==================== design 1
**Design 1: ports around the boundary**

(4 px per um) Pins as bars across the die edge, other pins in gray.
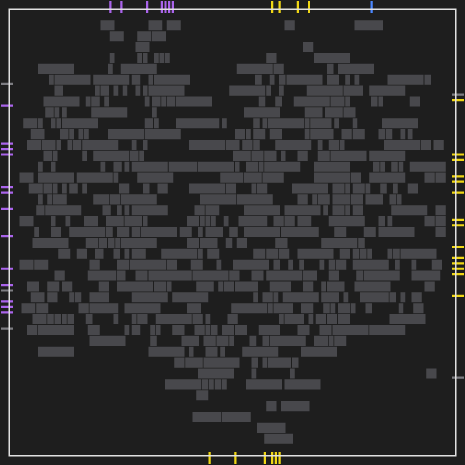

**config.mk**
```make
export PLATFORM = sky130hd
export DESIGN_NAME = bin2bcd_seq
export DESIGN_NICKNAME = d
export VERILOG_FILES = /design/src/rtl/bin2bcd_seq.sv
export SDC_FILE = /design/constraint.sdc
export NUM_CORES = 1
export LEC_CHECK = 0
export CORE_MARGIN = 2
export CORE_UTILIZATION = 34
export DETAILED_ROUTE_END_ITERATION = 10
export PLACE_DENSITY = 0.64
export SYNTH_ARGS = -nofsm -noshare
export SYNTH_HDL_FRONTEND = slang
export SYNTH_SLANG_ARGS = --single-unit
```
**constraint.sdc**
```tcl
create_clock -name i_clk -period 1.5 [get_ports i_clk]
set_input_delay 0.45 -clock i_clk [delete_from_list [all_inputs] [get_ports i_clk]]
set_output_delay 0.45 -clock i_clk [all_outputs]
set_load 0.03 [all_outputs]
```
**src/rtl/bin2bcd_seq.sv**
```systemverilog
// Sequential binary-to-BCD converter (shift-and-add-3, one bit per cycle).
// Result and overflow flag are registered and held until the next conversion completes.
module bin2bcd_seq #(
  parameter int BIN_W  = 20,
  parameter int DIGITS = 6
) (
  input  logic                  i_clk,
  input  logic                  i_rst_n,
  input  logic                  i_start,
  input  logic [BIN_W-1:0]      i_bin,
  output logic                  o_busy,
  output logic                  o_done,
  output logic [DIGITS*4-1:0]   o_bcd,
  output logic                  o_ovf
);

  // One extra digit so every BIN_W-bit input converts exactly before saturation.
  localparam int SCR_W = (DIGITS + 1) * 4;
  localparam int CNT_W = $clog2(BIN_W + 1);

  typedef enum logic [1:0] {
    S_IDLE   = 2'd0,
    S_SHIFT  = 2'd1,
    S_FINISH = 2'd2
  } state_t;

  state_t                state_q, state_d;
  logic [BIN_W-1:0]      bin_q, bin_d;
  logic [SCR_W-1:0]      scr_q, scr_d, scr_adj;
  logic [CNT_W-1:0]      cnt_q, cnt_d;
  logic                  busy_q, busy_d;
  logic                  done_q, done_d;
  logic [DIGITS*4-1:0]   bcd_q, bcd_d;
  logic                  ovf_q, ovf_d;

  always_comb begin
    scr_adj = scr_q;
    for (int i = 0; i < DIGITS + 1; i++) begin
      if (scr_q[i*4 +: 4] >= 4'd5) begin
        scr_adj[i*4 +: 4] = scr_q[i*4 +: 4] + 4'd3;
      end
    end
  end

  always_comb begin
    state_d = state_q;
    bin_d   = bin_q;
    scr_d   = scr_q;
    cnt_d   = cnt_q;
    busy_d  = busy_q;
    done_d  = 1'b0;
    bcd_d   = bcd_q;
    ovf_d   = ovf_q;
    case (state_q)
      S_IDLE: begin
        if (i_start) begin
          bin_d   = i_bin;
          scr_d   = '0;
          cnt_d   = CNT_W'(BIN_W);
          busy_d  = 1'b1;
          state_d = S_SHIFT;
        end
      end
      S_SHIFT: begin
        scr_d = {scr_adj[SCR_W-2:0], bin_q[BIN_W-1]};
        bin_d = bin_q << 1;
        cnt_d = cnt_q - CNT_W'(1);
        if (cnt_q == CNT_W'(1)) begin
          state_d = S_FINISH;
        end
      end
      S_FINISH: begin
        if (scr_q[SCR_W-1 -: 4] != 4'd0) begin
          bcd_d = {DIGITS{4'h9}};
          ovf_d = 1'b1;
        end else begin
          bcd_d = scr_q[DIGITS*4-1:0];
          ovf_d = 1'b0;
        end
        done_d  = 1'b1;
        busy_d  = 1'b0;
        state_d = S_IDLE;
      end
      default: begin
        busy_d  = 1'b0;
        state_d = S_IDLE;
      end
    endcase
  end

  always_ff @(posedge i_clk or negedge i_rst_n) begin
    if (!i_rst_n) begin
      state_q <= S_IDLE;
      bin_q   <= '0;
      scr_q   <= '0;
      cnt_q   <= '0;
      busy_q  <= 1'b0;
      done_q  <= 1'b0;
      bcd_q   <= '0;
      ovf_q   <= 1'b0;
    end else begin
      state_q <= state_d;
      bin_q   <= bin_d;
      scr_q   <= scr_d;
      cnt_q   <= cnt_d;
      busy_q  <= busy_d;
      done_q  <= done_d;
      bcd_q   <= bcd_d;
      ovf_q   <= ovf_d;
    end
  end

  assign o_busy = busy_q;
  assign o_done = done_q;
  assign o_bcd  = bcd_q;
  assign o_ovf  = ovf_q;

endmodule
```
==================== design 2
`src/rtl/apb_reg_pkg.sv`:
```
// Shared types and helpers for the APB register-bank slave.
// Latency: none (types, constants and a pure function only).
// Backpressure: not applicable.
package apb_reg_pkg;

    // Bus phase of the slave. SETUP is normally recognised in the same cycle
    // it appears on the bus, so it is rarely held in the state register.
    typedef enum logic [1:0] {
        IDLE   = 2'd0,
        SETUP  = 2'd1,
        ACCESS = 2'd2
    } apb_state_t;

    // Width of the wait-state counter (WAIT_CYCLES is at most 15).
    localparam int WAIT_CNT_W = 4;

    // Reason a transfer is answered with PSLVERR.
    typedef enum logic [1:0] {
        ERR_NONE     = 2'd0,
        DECERR_RANGE = 2'd1,
        DECERR_ALIGN = 2'd2,
        RO_WRITE     = 2'd3
    } err_cause_t;

    // Word index from a byte address. lane_bits is log2 of the bytes per word.
    function automatic logic [63:0] word_index(input logic [63:0] addr,
                                               input int unsigned lane_bits);
        return addr >> lane_bits;
    endfunction

endpackage

```
`src/rtl/apb_reg_cell.sv`:
```
// One DATA_W-wide register with byte-lane write mask, read-only bypass and write pulse.
// Latency: written data visible on reg_q_o and wr_pulse_o one cycle after we_i.
// Backpressure: none; we_i is a single-cycle commit strobe and is always accepted.
module apb_reg_cell #(
    parameter int                DATA_W    = 32,
    parameter logic [DATA_W-1:0] RESET_VAL = '0,
    parameter bit                IS_RO     = 1'b0
) (
    input  logic                  clk,
    input  logic                  rst_n,
    input  logic                  we_i,
    input  logic [DATA_W-1:0]     wdata_i,
    input  logic [DATA_W/8-1:0]   strb_i,
    input  logic [DATA_W-1:0]     hw_status_i,
    output logic [DATA_W-1:0]     rdata_o,
    output logic [DATA_W-1:0]     reg_q_o,
    output logic                  wr_pulse_o
);

    logic [DATA_W-1:0] data_q, data_d;
    logic              pulse_q, pulse_d;

    // Merge enabled byte lanes of the write data; read-only cells never change.
    always_comb begin
        data_d  = data_q;
        pulse_d = we_i && !IS_RO;
        if (we_i && !IS_RO) begin
            for (int k = 0; k < DATA_W / 8; k++) begin
                if (strb_i[k]) begin
                    data_d[k*8 +: 8] = wdata_i[k*8 +: 8];
                end
            end
        end
    end

    // Register storage and the one-cycle write pulse.
    always_ff @(posedge clk or negedge rst_n) begin
        if (!rst_n) begin
            data_q  <= RESET_VAL;
            pulse_q <= 1'b0;
        end else begin
            data_q  <= data_d;
            pulse_q <= pulse_d;
        end
    end

    assign rdata_o    = IS_RO ? hw_status_i : data_q;
    assign reg_q_o    = IS_RO ? '0 : data_q;
    assign wr_pulse_o = pulse_q;

endmodule

```
`src/rtl/apb_reg_slave.sv`:
```
// APB register bank: NUM_REGS word registers, RO status bypass, PSLVERR on bad decode. Optional PSTRB via APB_REG_SLAVE_PSTRB_EN.
// Latency: 2+WAIT_CYCLES cycles from PSEL rise to PREADY; write visible on reg_q_o the cycle after.
// Backpressure: PREADY held low for WAIT_CYCLES access cycles; dropping PSEL in ACCESS aborts the transfer.
module apb_reg_slave
    import apb_reg_pkg::*;
#(
    parameter int                  DATA_W      = 32,
    parameter int                  ADDR_W      = 32,
    parameter int                  NUM_REGS    = 8,
    parameter int                  WAIT_CYCLES = 0,
    parameter logic [NUM_REGS-1:0] RO_MASK     = '0,
    parameter logic [DATA_W-1:0]   RESET_VAL   = '0
) (
    input  logic                         PCLK,
    input  logic                         PRESETn,
    input  logic                         PSEL,
    input  logic                         PENABLE,
    input  logic                         PWRITE,
    input  logic [ADDR_W-1:0]            PADDR,
    input  logic [DATA_W-1:0]            PWDATA,
`ifdef APB_REG_SLAVE_PSTRB_EN
    input  logic [DATA_W/8-1:0]          PSTRB,
`endif
    output logic [DATA_W-1:0]            PRDATA,
    output logic                         PREADY,
    output logic                         PSLVERR,
    input  logic [NUM_REGS*DATA_W-1:0]   hw_status_i,
    output logic [NUM_REGS*DATA_W-1:0]   reg_q_o,
    output logic [NUM_REGS-1:0]          wr_pulse_o
);

    localparam int STRB_W    = DATA_W / 8;
    localparam int LANE_BITS = $clog2(STRB_W);

    apb_state_t                   state_q, state_d, phase;
    logic [WAIT_CNT_W-1:0]        cnt_q, cnt_d;
    logic [ADDR_W-1:0]            addr_q, addr_d;
    logic                         write_q, write_d;
    logic [DATA_W-1:0]            wdata_q, wdata_d;
    logic [STRB_W-1:0]            strb_q, strb_d;
    logic [STRB_W-1:0]            bus_strb;

    logic [63:0]                  idx;
    logic [NUM_REGS-1:0]          hit;
    logic [NUM_REGS-1:0]          commit;
    logic                         err_range, err_align, err_ro, err;
    logic                         done;
    logic [NUM_REGS-1:0][DATA_W-1:0] cell_rdata;

`ifdef APB_REG_SLAVE_PSTRB_EN
    assign bus_strb = PSTRB;
`else
    assign bus_strb = '1;
`endif

    // Next-state: setup is detected on the bus combinationally so the access
    // phase starts on the following cycle; address/direction/data latch here.
    always_comb begin
        state_d = state_q;
        cnt_d   = cnt_q;
        addr_d  = addr_q;
        write_d = write_q;
        wdata_d = wdata_q;
        strb_d  = strb_q;
        phase   = state_q;
        if (state_q == IDLE && PSEL && !PENABLE) begin
            phase = SETUP;
        end
        case (phase)
            SETUP: begin
                state_d = ACCESS;
                cnt_d   = WAIT_CNT_W'(WAIT_CYCLES);
                addr_d  = PADDR;
                write_d = PWRITE;
                wdata_d = PWDATA;
                strb_d  = bus_strb;
            end
            ACCESS: begin
                if (!PSEL) begin
                    state_d = IDLE;
                    cnt_d   = '0;
                end else if (cnt_q != '0) begin
                    cnt_d = cnt_q - WAIT_CNT_W'(1);
                end else begin
                    state_d = PENABLE ? IDLE : SETUP;
                end
            end
            default: state_d = IDLE;
        endcase
    end

    // State register and latched transfer attributes.
    always_ff @(posedge PCLK or negedge PRESETn) begin
        if (!PRESETn) begin
            state_q <= IDLE;
            cnt_q   <= '0;
            addr_q  <= '0;
            write_q <= 1'b0;
            wdata_q <= '0;
            strb_q  <= '0;
        end else begin
            state_q <= state_d;
            cnt_q   <= cnt_d;
            addr_q  <= addr_d;
            write_q <= write_d;
            wdata_q <= wdata_d;
            strb_q  <= strb_d;
        end
    end

    // Address decode and error classification on the latched address.
    always_comb begin
        idx       = word_index(64'(addr_q), LANE_BITS);
        err_range = idx >= 64'(NUM_REGS);
        err_align = (64'(addr_q) & 64'(STRB_W - 1)) != 64'd0;
        hit       = '0;
        for (int i = 0; i < NUM_REGS; i++) begin
            hit[i] = (idx == 64'(i));
        end
        err_ro = write_q && ((hit & RO_MASK) != '0);
        err    = err_range || err_align || err_ro;
    end

    assign done   = (state_q == ACCESS) && PSEL && (cnt_q == '0);
    assign commit = {NUM_REGS{done && write_q && !err}} & hit;

    // Bus response: data only on a clean read completion, error only with PREADY.
    always_comb begin
        PREADY  = done;
        PSLVERR = done && err;
        PRDATA  = '0;
        if (done && !write_q && !err) begin
            for (int i = 0; i < NUM_REGS; i++) begin
                if (hit[i]) begin
                    PRDATA = cell_rdata[i];
                end
            end
        end
    end

    for (genvar i = 0; i < NUM_REGS; i++) begin : g_reg
        apb_reg_cell #(
            .DATA_W    (DATA_W),
            .RESET_VAL (RESET_VAL),
            .IS_RO     (RO_MASK[i])
        ) u_cell (
            .clk         (PCLK),
            .rst_n       (PRESETn),
            .we_i        (commit[i]),
            .wdata_i     (wdata_q),
            .strb_i      (strb_q),
            .hw_status_i (hw_status_i[i*DATA_W +: DATA_W]),
            .rdata_o     (cell_rdata[i]),
            .reg_q_o     (reg_q_o[i*DATA_W +: DATA_W]),
            .wr_pulse_o  (wr_pulse_o[i])
        );
    end

endmodule

```
`config.mk`:
```
export PLATFORM = sky130hd
export DESIGN_NAME = apb_reg_slave
export DESIGN_NICKNAME = d
export VERILOG_FILES = /design/src/rtl/apb_reg_pkg.sv /design/src/rtl/apb_reg_cell.sv /design/src/rtl/apb_reg_slave.sv
export SDC_FILE = /design/constraint.sdc
export NUM_CORES = 1
export LEC_CHECK = 0
export ABC_CLOCK_PERIOD_IN_PS = 7100
export CAP_MARGIN = 20
export CORE_AREA = 10 10 234 236
export DETAILED_ROUTE_END_ITERATION = 6
export DIE_AREA = 0 0 244 246
export PLACE_DENSITY = 0.7
export SLEW_MARGIN = 10
export SYNTH_ARGS = -nofsm -noshare
export SYNTH_HDL_FRONTEND = slang
export SYNTH_SLANG_ARGS = --single-unit
```
`constraint.sdc`:
```
create_clock -name PCLK -period 7.1 [get_ports PCLK]
set_clock_uncertainty 0.15 [all_clocks]
set_input_delay 0.71 -clock PCLK [delete_from_list [all_inputs] [get_ports PCLK]]
set_output_delay 0.71 -clock PCLK [all_outputs]
set_load 0.05 [all_outputs]
```
==================== design 3
==> src/rtl/counter_pkg.sv <==
// Shared definitions for the counter/timer family.
//   DIR_UP / DIR_DN     : values of the up_dn direction input
//   MODE_WRAP / MODE_SAT: values of the SATURATE limit-mode parameter
//   clamp_load()        : limits a parallel-load value to the count range
package counter_pkg;

  localparam logic DIR_UP = 1'b1;
  localparam logic DIR_DN = 1'b0;

  localparam int MODE_WRAP = 0;
  localparam int MODE_SAT  = 1;

  // 32-bit operands so any counter width up to 32 can share one helper;
  // callers size the result back down to their own width.
  function automatic logic [31:0] clamp_load(input logic [31:0] val,
                                             input logic [31:0] max);
    return (val > max) ? max : val;
  endfunction

endpackage

==> src/rtl/counter_limit_detect.sv <==
// Combinational limit compare for a counter with range 0..MAX_VAL.
//   count   : current count value
//   at_max  : count == MAX_VAL
//   at_zero : count == 0
module counter_limit_detect #(
  parameter int          WIDTH   = 8,
  parameter int unsigned MAX_VAL = 2**WIDTH - 1
) (
  input  logic [WIDTH-1:0] count,
  output logic             at_max,
  output logic             at_zero
);

  localparam logic [WIDTH-1:0] MAX_W = WIDTH'(MAX_VAL);

  always_comb begin
    at_max  = (count == MAX_W);
    at_zero = (count == '0);
  end

endmodule

==> src/rtl/updown_counter.sv <==
// Parametrised up/down counter with synchronous load, wrap or saturate
// limit handling, terminal-count flag and registered limit event pulse.
//   clk      : rising-edge clock
//   rst      : synchronous active-high reset (count=0, evt=0)
//   en       : count enable, one step per cycle
//   up_dn    : 1 = increment, 0 = decrement
//   load     : parallel load strobe (priority over en)
//   load_val : value to load, clamped to MAX_VAL
//   count    : registered count, range 0..MAX_VAL
//   tc       : en & (up_dn ? count==MAX_VAL : count==0), combinational
//   evt      : one-cycle pulse alongside the count produced by a limit step
module updown_counter
  import counter_pkg::*;
#(
  parameter int          WIDTH    = 8,
  parameter int unsigned MAX_VAL  = 2**WIDTH - 1,
  parameter int          SATURATE = MODE_WRAP
) (
  input  logic             clk,
  input  logic             rst,
  input  logic             en,
  input  logic             up_dn,
  input  logic             load,
  input  logic [WIDTH-1:0] load_val,
  output logic [WIDTH-1:0] count,
  output logic             tc,
  output logic             evt
);

  localparam logic [WIDTH-1:0] MAX_W    = WIDTH'(MAX_VAL);
  localparam logic             SAT_MODE = (SATURATE == MODE_SAT);

  logic             at_max;
  logic             at_zero;
  logic [WIDTH-1:0] count_nxt;
  logic             evt_nxt;
  logic [WIDTH-1:0] load_clamped;

  counter_limit_detect #(
    .WIDTH   (WIDTH),
    .MAX_VAL (MAX_VAL)
  ) u_limit (
    .count   (count),
    .at_max  (at_max),
    .at_zero (at_zero)
  );

  assign load_clamped = WIDTH'(clamp_load(32'(load_val), 32'(MAX_VAL)));

  // Limits are detected by explicit compare, so a non-power-of-two
  // MAX_VAL wraps at MAX_VAL rather than at 2**WIDTH.
  always_comb begin
    count_nxt = count;
    evt_nxt   = 1'b0;
    if (load) begin
      count_nxt = load_clamped;
    end else if (en) begin
      if (up_dn == DIR_UP) begin
        if (at_max) begin
          evt_nxt = 1'b1;
          if (!SAT_MODE) count_nxt = '0;
        end else begin
          count_nxt = count + WIDTH'(1);
        end
      end else begin
        if (at_zero) begin
          evt_nxt = 1'b1;
          if (!SAT_MODE) count_nxt = MAX_W;
        end else begin
          count_nxt = count - WIDTH'(1);
        end
      end
    end
  end

  always_ff @(posedge clk) begin
    if (rst) begin
      count <= '0;
      evt   <= 1'b0;
    end else begin
      count <= count_nxt;
      evt   <= evt_nxt;
    end
  end

  assign tc = en & ((up_dn == DIR_UP) ? at_max : at_zero);

endmodule

==> config.mk <==
export PLATFORM = sky130hd
export DESIGN_NAME = updown_counter
export DESIGN_NICKNAME = d
export VERILOG_FILES = /design/src/rtl/counter_pkg.sv /design/src/rtl/counter_limit_detect.sv /design/src/rtl/updown_counter.sv
export SDC_FILE = /design/constraint.sdc
export NUM_CORES = 1
export LEC_CHECK = 0
export CAP_MARGIN = 30
export CORE_MARGIN = 4
export CORE_UTILIZATION = 40
export CTS_CLUSTER_SIZE = 10
export DETAILED_ROUTE_END_ITERATION = 7
export PLACE_DENSITY = 0.7
export SYNTH_ARGS = -nofsm -noshare
export SYNTH_HDL_FRONTEND = slang
export SYNTH_SLANG_ARGS = --single-unit
==> constraint.sdc <==
create_clock -name clk -period 1.7 [get_ports clk]
set_clock_uncertainty 0.1 [all_clocks]
set_input_delay 0.51 -clock clk [delete_from_list [all_inputs] [get_ports clk]]
set_output_delay 0.51 -clock clk [all_outputs]
set_load 0.01 [all_outputs]
**Design 2: signal metal coverage by tile**

(1.5 px per um) 24 x 25 tiles, from dark blue (low) to red (high), scaled to the fullest tile. Values are wire area over tile area, all layers added.
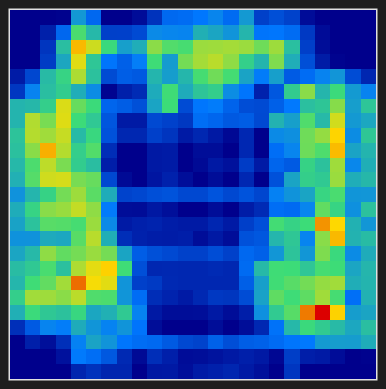
densest ninth of the die	left middle
emptiest ninth of the die	middle
tiles over half the peak	19%
mean over tiles	0.15
Routed wire per std cell: 24.75 um
global routing usage summed across all routing layers: 17.60%

==> run notes, design 2 <==
The run finished with clean final reports. The tools report the endpoint of the worst-slack reg-to-reg timing path as g_reg[7].u_cell.rdata_o[15]. The count of nets left with antenna violations once routing finished came out at 0.

Static timing analysis puts the maximum clock frequency at 190.5 MHz. The core region is 49860 um2. The sequential element share of the synthesized area is 53.61%. During synthesis, Yosys emitted a total of 0 warnings.

With the number of inserted diodes at 1, the top-level I/O count is 623. The global routing stage identified its most utilized layer as met2. The layout report gives the multi-input gate share of total cell area as 31.98%. The type of the worst setup path was register to primary output. The mapped netlist covers 15680 um2. The reg2reg setup slack is 3.09 ns, and the starting utilization of the core area is 31.45%. The run gives 5 for the number of iterations in the first detailed-routing pass.

The worst hold path class was register to register.
==> design 2: power groups by stage <==
stage	logic (W)	clock network, W	registers, W
floorplan	0.000949	0	0.00234
global placement	0.00120	0	0.00259
detailed placement	0.00122	0	0.00261
CTS	0.00123	0.00207	0.00258
global route	0.00134	0.00215	0.00262
finish	0.00124	0.00202	0.00257
==> design 2: layer usage <==
layer / share of wire [%] / up-vias
li1: - / 4946
met1: 44 / 5844
met2: 44 / 417
met3: 10 / 67
met4: 1.8 / 0
met5: 0 / -
==> design 2: flip-flops by register name (all words and copies together), names as in the netlist <==
signal / count
write_q: 1
cnt_q: 4
strb_q: 1
addr_q: 32
state_q: 2
g.u_cell.rdata_o: 256
wdata_q: 32
g.u_cell.wr_pulse_o: 8
==> design 2: what timing repair did <==
action | 4_1_cts | 5_1_grt
resized | 0 | 0
buffers inserted | 0 | 0
hold buffers | 1 | 0
endpoints found under the hold margin | 70 | 0
==> design 2: stage by stage <==
stage | worst slack [ns] | instance area (um2)
after floorplan | 2.705 | 15680
after global placement | 1.987 | 19950
after detailed placement | 1.985 | 19950
after CTS | 1.707 | 21250
after global routing | 1.675 | 21290
final | 1.851 | 21290
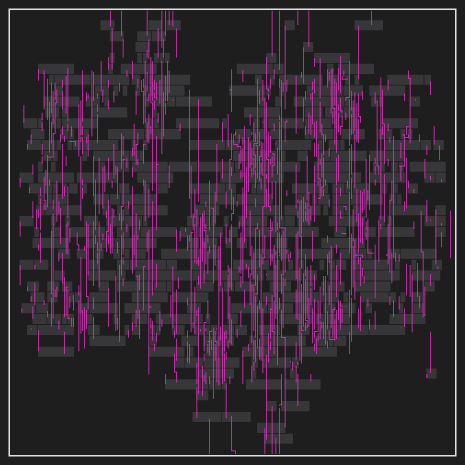
**Above:** design 1 (met2 routing).
(4 px per um)
wire length on this layer	4550 um
longest straight run	36.0 um
nets with wire on the layer	419
share of all routed wire	50%
main direction	vertical
total routed wirelength: 9089 um
vias after detailed routing: 3180
global routing met2 resource utilization: 25.37%

About 'ports around the boundary' of design 1:
color	port	pins	direction	edge
purple	i_bin	20	input	13 left, 7 top
blue	o_ovf	1	output	top
yellow	o_bcd	24	output	14 right, 6 bottom, 4 top
all pins by edge	16 left, 16 right, 12 top, 6 bottom
port buffer count: 49
die extent in y: 111.3 um
width of the chip: 111.3 um

==> run notes, design 1 <==
Setup repair after global routing could not meet its margin everywhere. Total power for the finished layout comes to 0.01121 W. Post-CTS repair changed the size of 4 cells.

After floorplanning, the die was sized to cover 12380 um2. For this run, global-route usage on met3 was measured as 3.171%. With the detailed placer's ending HPWL at 6288 um, the post-placement cell count is 596. The report counts max-capacitance violations totalling 0. In the synthesized netlist the dominant register cell turns out to be dfrtp_1.

The run finished with clean final reports. Looking at the clock tree report, the root buffer type is clkbuf_16. The script logs the mean routed wire length per placed instance as 14.83 um. The routed layout reports a DRC error count of 0. Per the post-synthesis report, the number of cells in the design is 398. The run gives 0.03422 ns for the setup slack of the critical path after layout.

The sequential group share of total power is 33.4%, and the synthesized-area fraction occupied by adder cells is 5.437%. Global routing finished with a remaining overflow of 0. The clock arrives with 0.007824 ns of skew. The buffering stage count on the worst path with inverters included was 1.

Fraction of area in clock buffers and inverters: 6.123%. The finished cells cover 5190 um2. Sequential cells make up 39.54% of the cell area.

The total number of cells along the worst setup path works out to 5.
==> design 1: sequential cells by signal, indices dropped and copies added, names as in the netlist <==
signal / cells
bin_q: 20
cnt_q: 5
o_bcd: 24
o_busy: 1
o_done: 1
o_ovf: 1
scr_q: 28
state_q: 2
==> design 1: worst register-to-register path, cell delays in order, from the launching register on <==
cell and delay [ns]:
dfrtp_1 0.40, inv_1 0.08, ha_2 0.20, nor2b_4 0.14
o21a_1 0.22, o311ai_2 0.31
==> design 1: power by group through the flow <==
stage                     registers (W)  clock network [W]  logic (W)
final                           0.00375            0.00234    0.00512
after global routing            0.00385            0.00248    0.00565
after CTS                       0.00374            0.00240    0.00482
after detailed placement        0.00376                  0    0.00477
after global placement          0.00372                  0    0.00462
after floorplan                 0.00395                  0    0.00289
==> design 1: how the worst min path moves through the flow <==
stage | startpoint | slack [ns] | cells past startpoint | endpoint
final | i_rst_n | 0.03 | 1 | scr_q[23]
after global routing | i_rst_n | 0.05 | 1 | scr_q[23]
after CTS | i_rst_n | 0.03 | 1 | scr_q[4]
after detailed placement | i_rst_n | 0.39 | 1 | o_bcd[22]
after global placement | i_rst_n | 0.38 | 1 | o_bcd[22]
after floorplan | i_rst_n | 0.15 | 0 | bin_q[0]
**Design 3: ports around the boundary**

(8 px per um) Pins as bars across the die edge, other pins in gray.
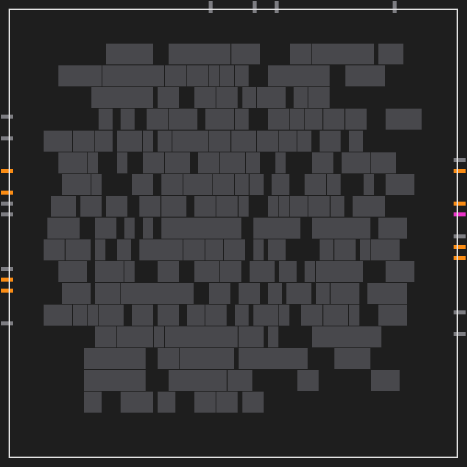
color	port	pins	direction	edge
magenta	load	1	input	right
orange	load_val	8	input	4 left, 4 right
all pins by edge	10 left, 9 right, 4 top

==> run notes, design 3 <==
The flow ran to the end, but the final reports show violations. TritonCTS built the clock tree. Number of global-route vias before repair: 1102. The tool warning count for the run is 31.

Setup violations remaining at the end of the flow were counted as 2. The sequential logic power was 0.000260 W. The first detailed-routing pass took 4 iterations. Power attributed to the clock group is 0.000171 W.

Summing the areas of all compound-gate instances in the mapped netlist gives 33.52% of the synthesized area. For the setup slack of the critical path after layout, the log shows -0.3176 ns. The number of cells in the yosys synthesis report is 117, and the parity-gate share of the synthesized area counting xor and xnor cells is 3.830%.

With the post-synthesis cell type count at 46, the count of H-tree levels built during CTS is 1. The final reports fail on negative setup slack. Registers represent a cell area share of 12.76%.
design 3: metal layers:
layer | routed length (um) | share of wire (%) | global-route usage, %
met1 | 1260 | 42 | 24.23
met5 | 0 | 0 | 0
met4 | 43 | 1.4 | 5.424
met2 | 1523 | 50 | 37.33
met3 | 190 | 6.3 | 3.480
design 3: what timing repair did:
action,in CTS,in global routing
pin swaps,6,2
gates resized,29,16
setup buffers,6,0
setup endpoints to repair,13,14
design 3: synthesized netlist by cell type (2+ instances only):
master    number  area, um2
inv_1          8      30.03
nor2_1         6      22.52
ha_1           3      37.54
a21oi_1        6      30.03
a21o_1         3      22.52
nor4_1         2      12.51
a32oi_1        2      17.52
nor3_1        10      50.05
buf_2          3      15.01
mux2i_1        2      20.02
nor3b_1        2      15.01
o21ai_0        4      20.02
buf_6          3      33.78
clkbuf_1       4      15.01
nor2b_1        2      12.51
nand3_1        4      20.02
nand2_1        8      30.03
dfxtp_1        9      180.2
o21a_1         3      22.52
xnor2_1        3      26.28
a31oi_1        5      31.28
design 3: state kept, by name, indices dropped and copies added (netlist names):
| signal | cells |
|---|---|
| count | 8 |
| evt | 1 |

==> notes/layouts.md <==
Pictures saved along the way, in no particular order.

Met3 routing.
panel A
(2 px per um)
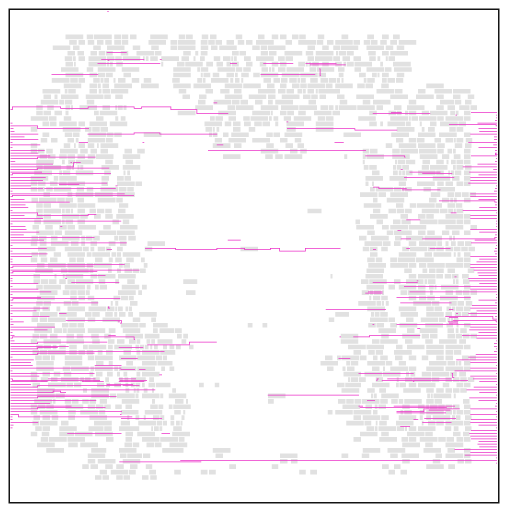
panel B
(8 px per um)
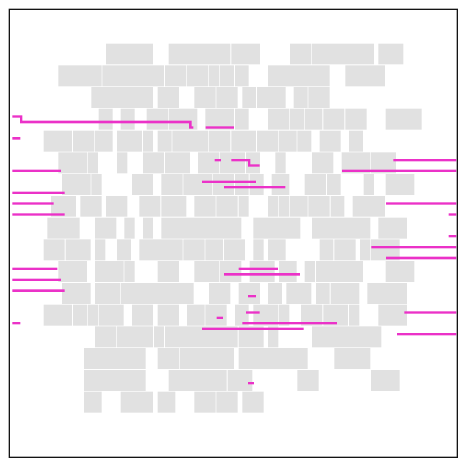
panel C
(4 px per um)
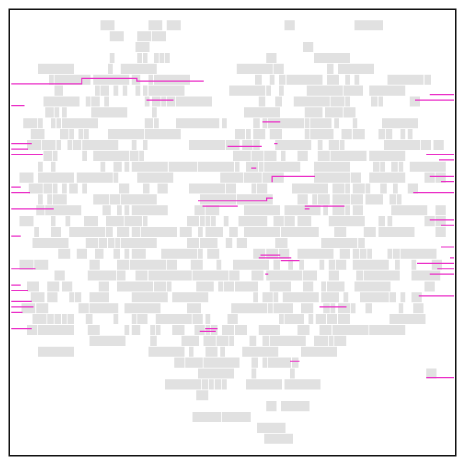
design 2: panel A
design 1: panel C
design 3: panel B
Of these, smallest die: panel B


Power figures rest on the tool's default switching activity, not on a simulated workload.
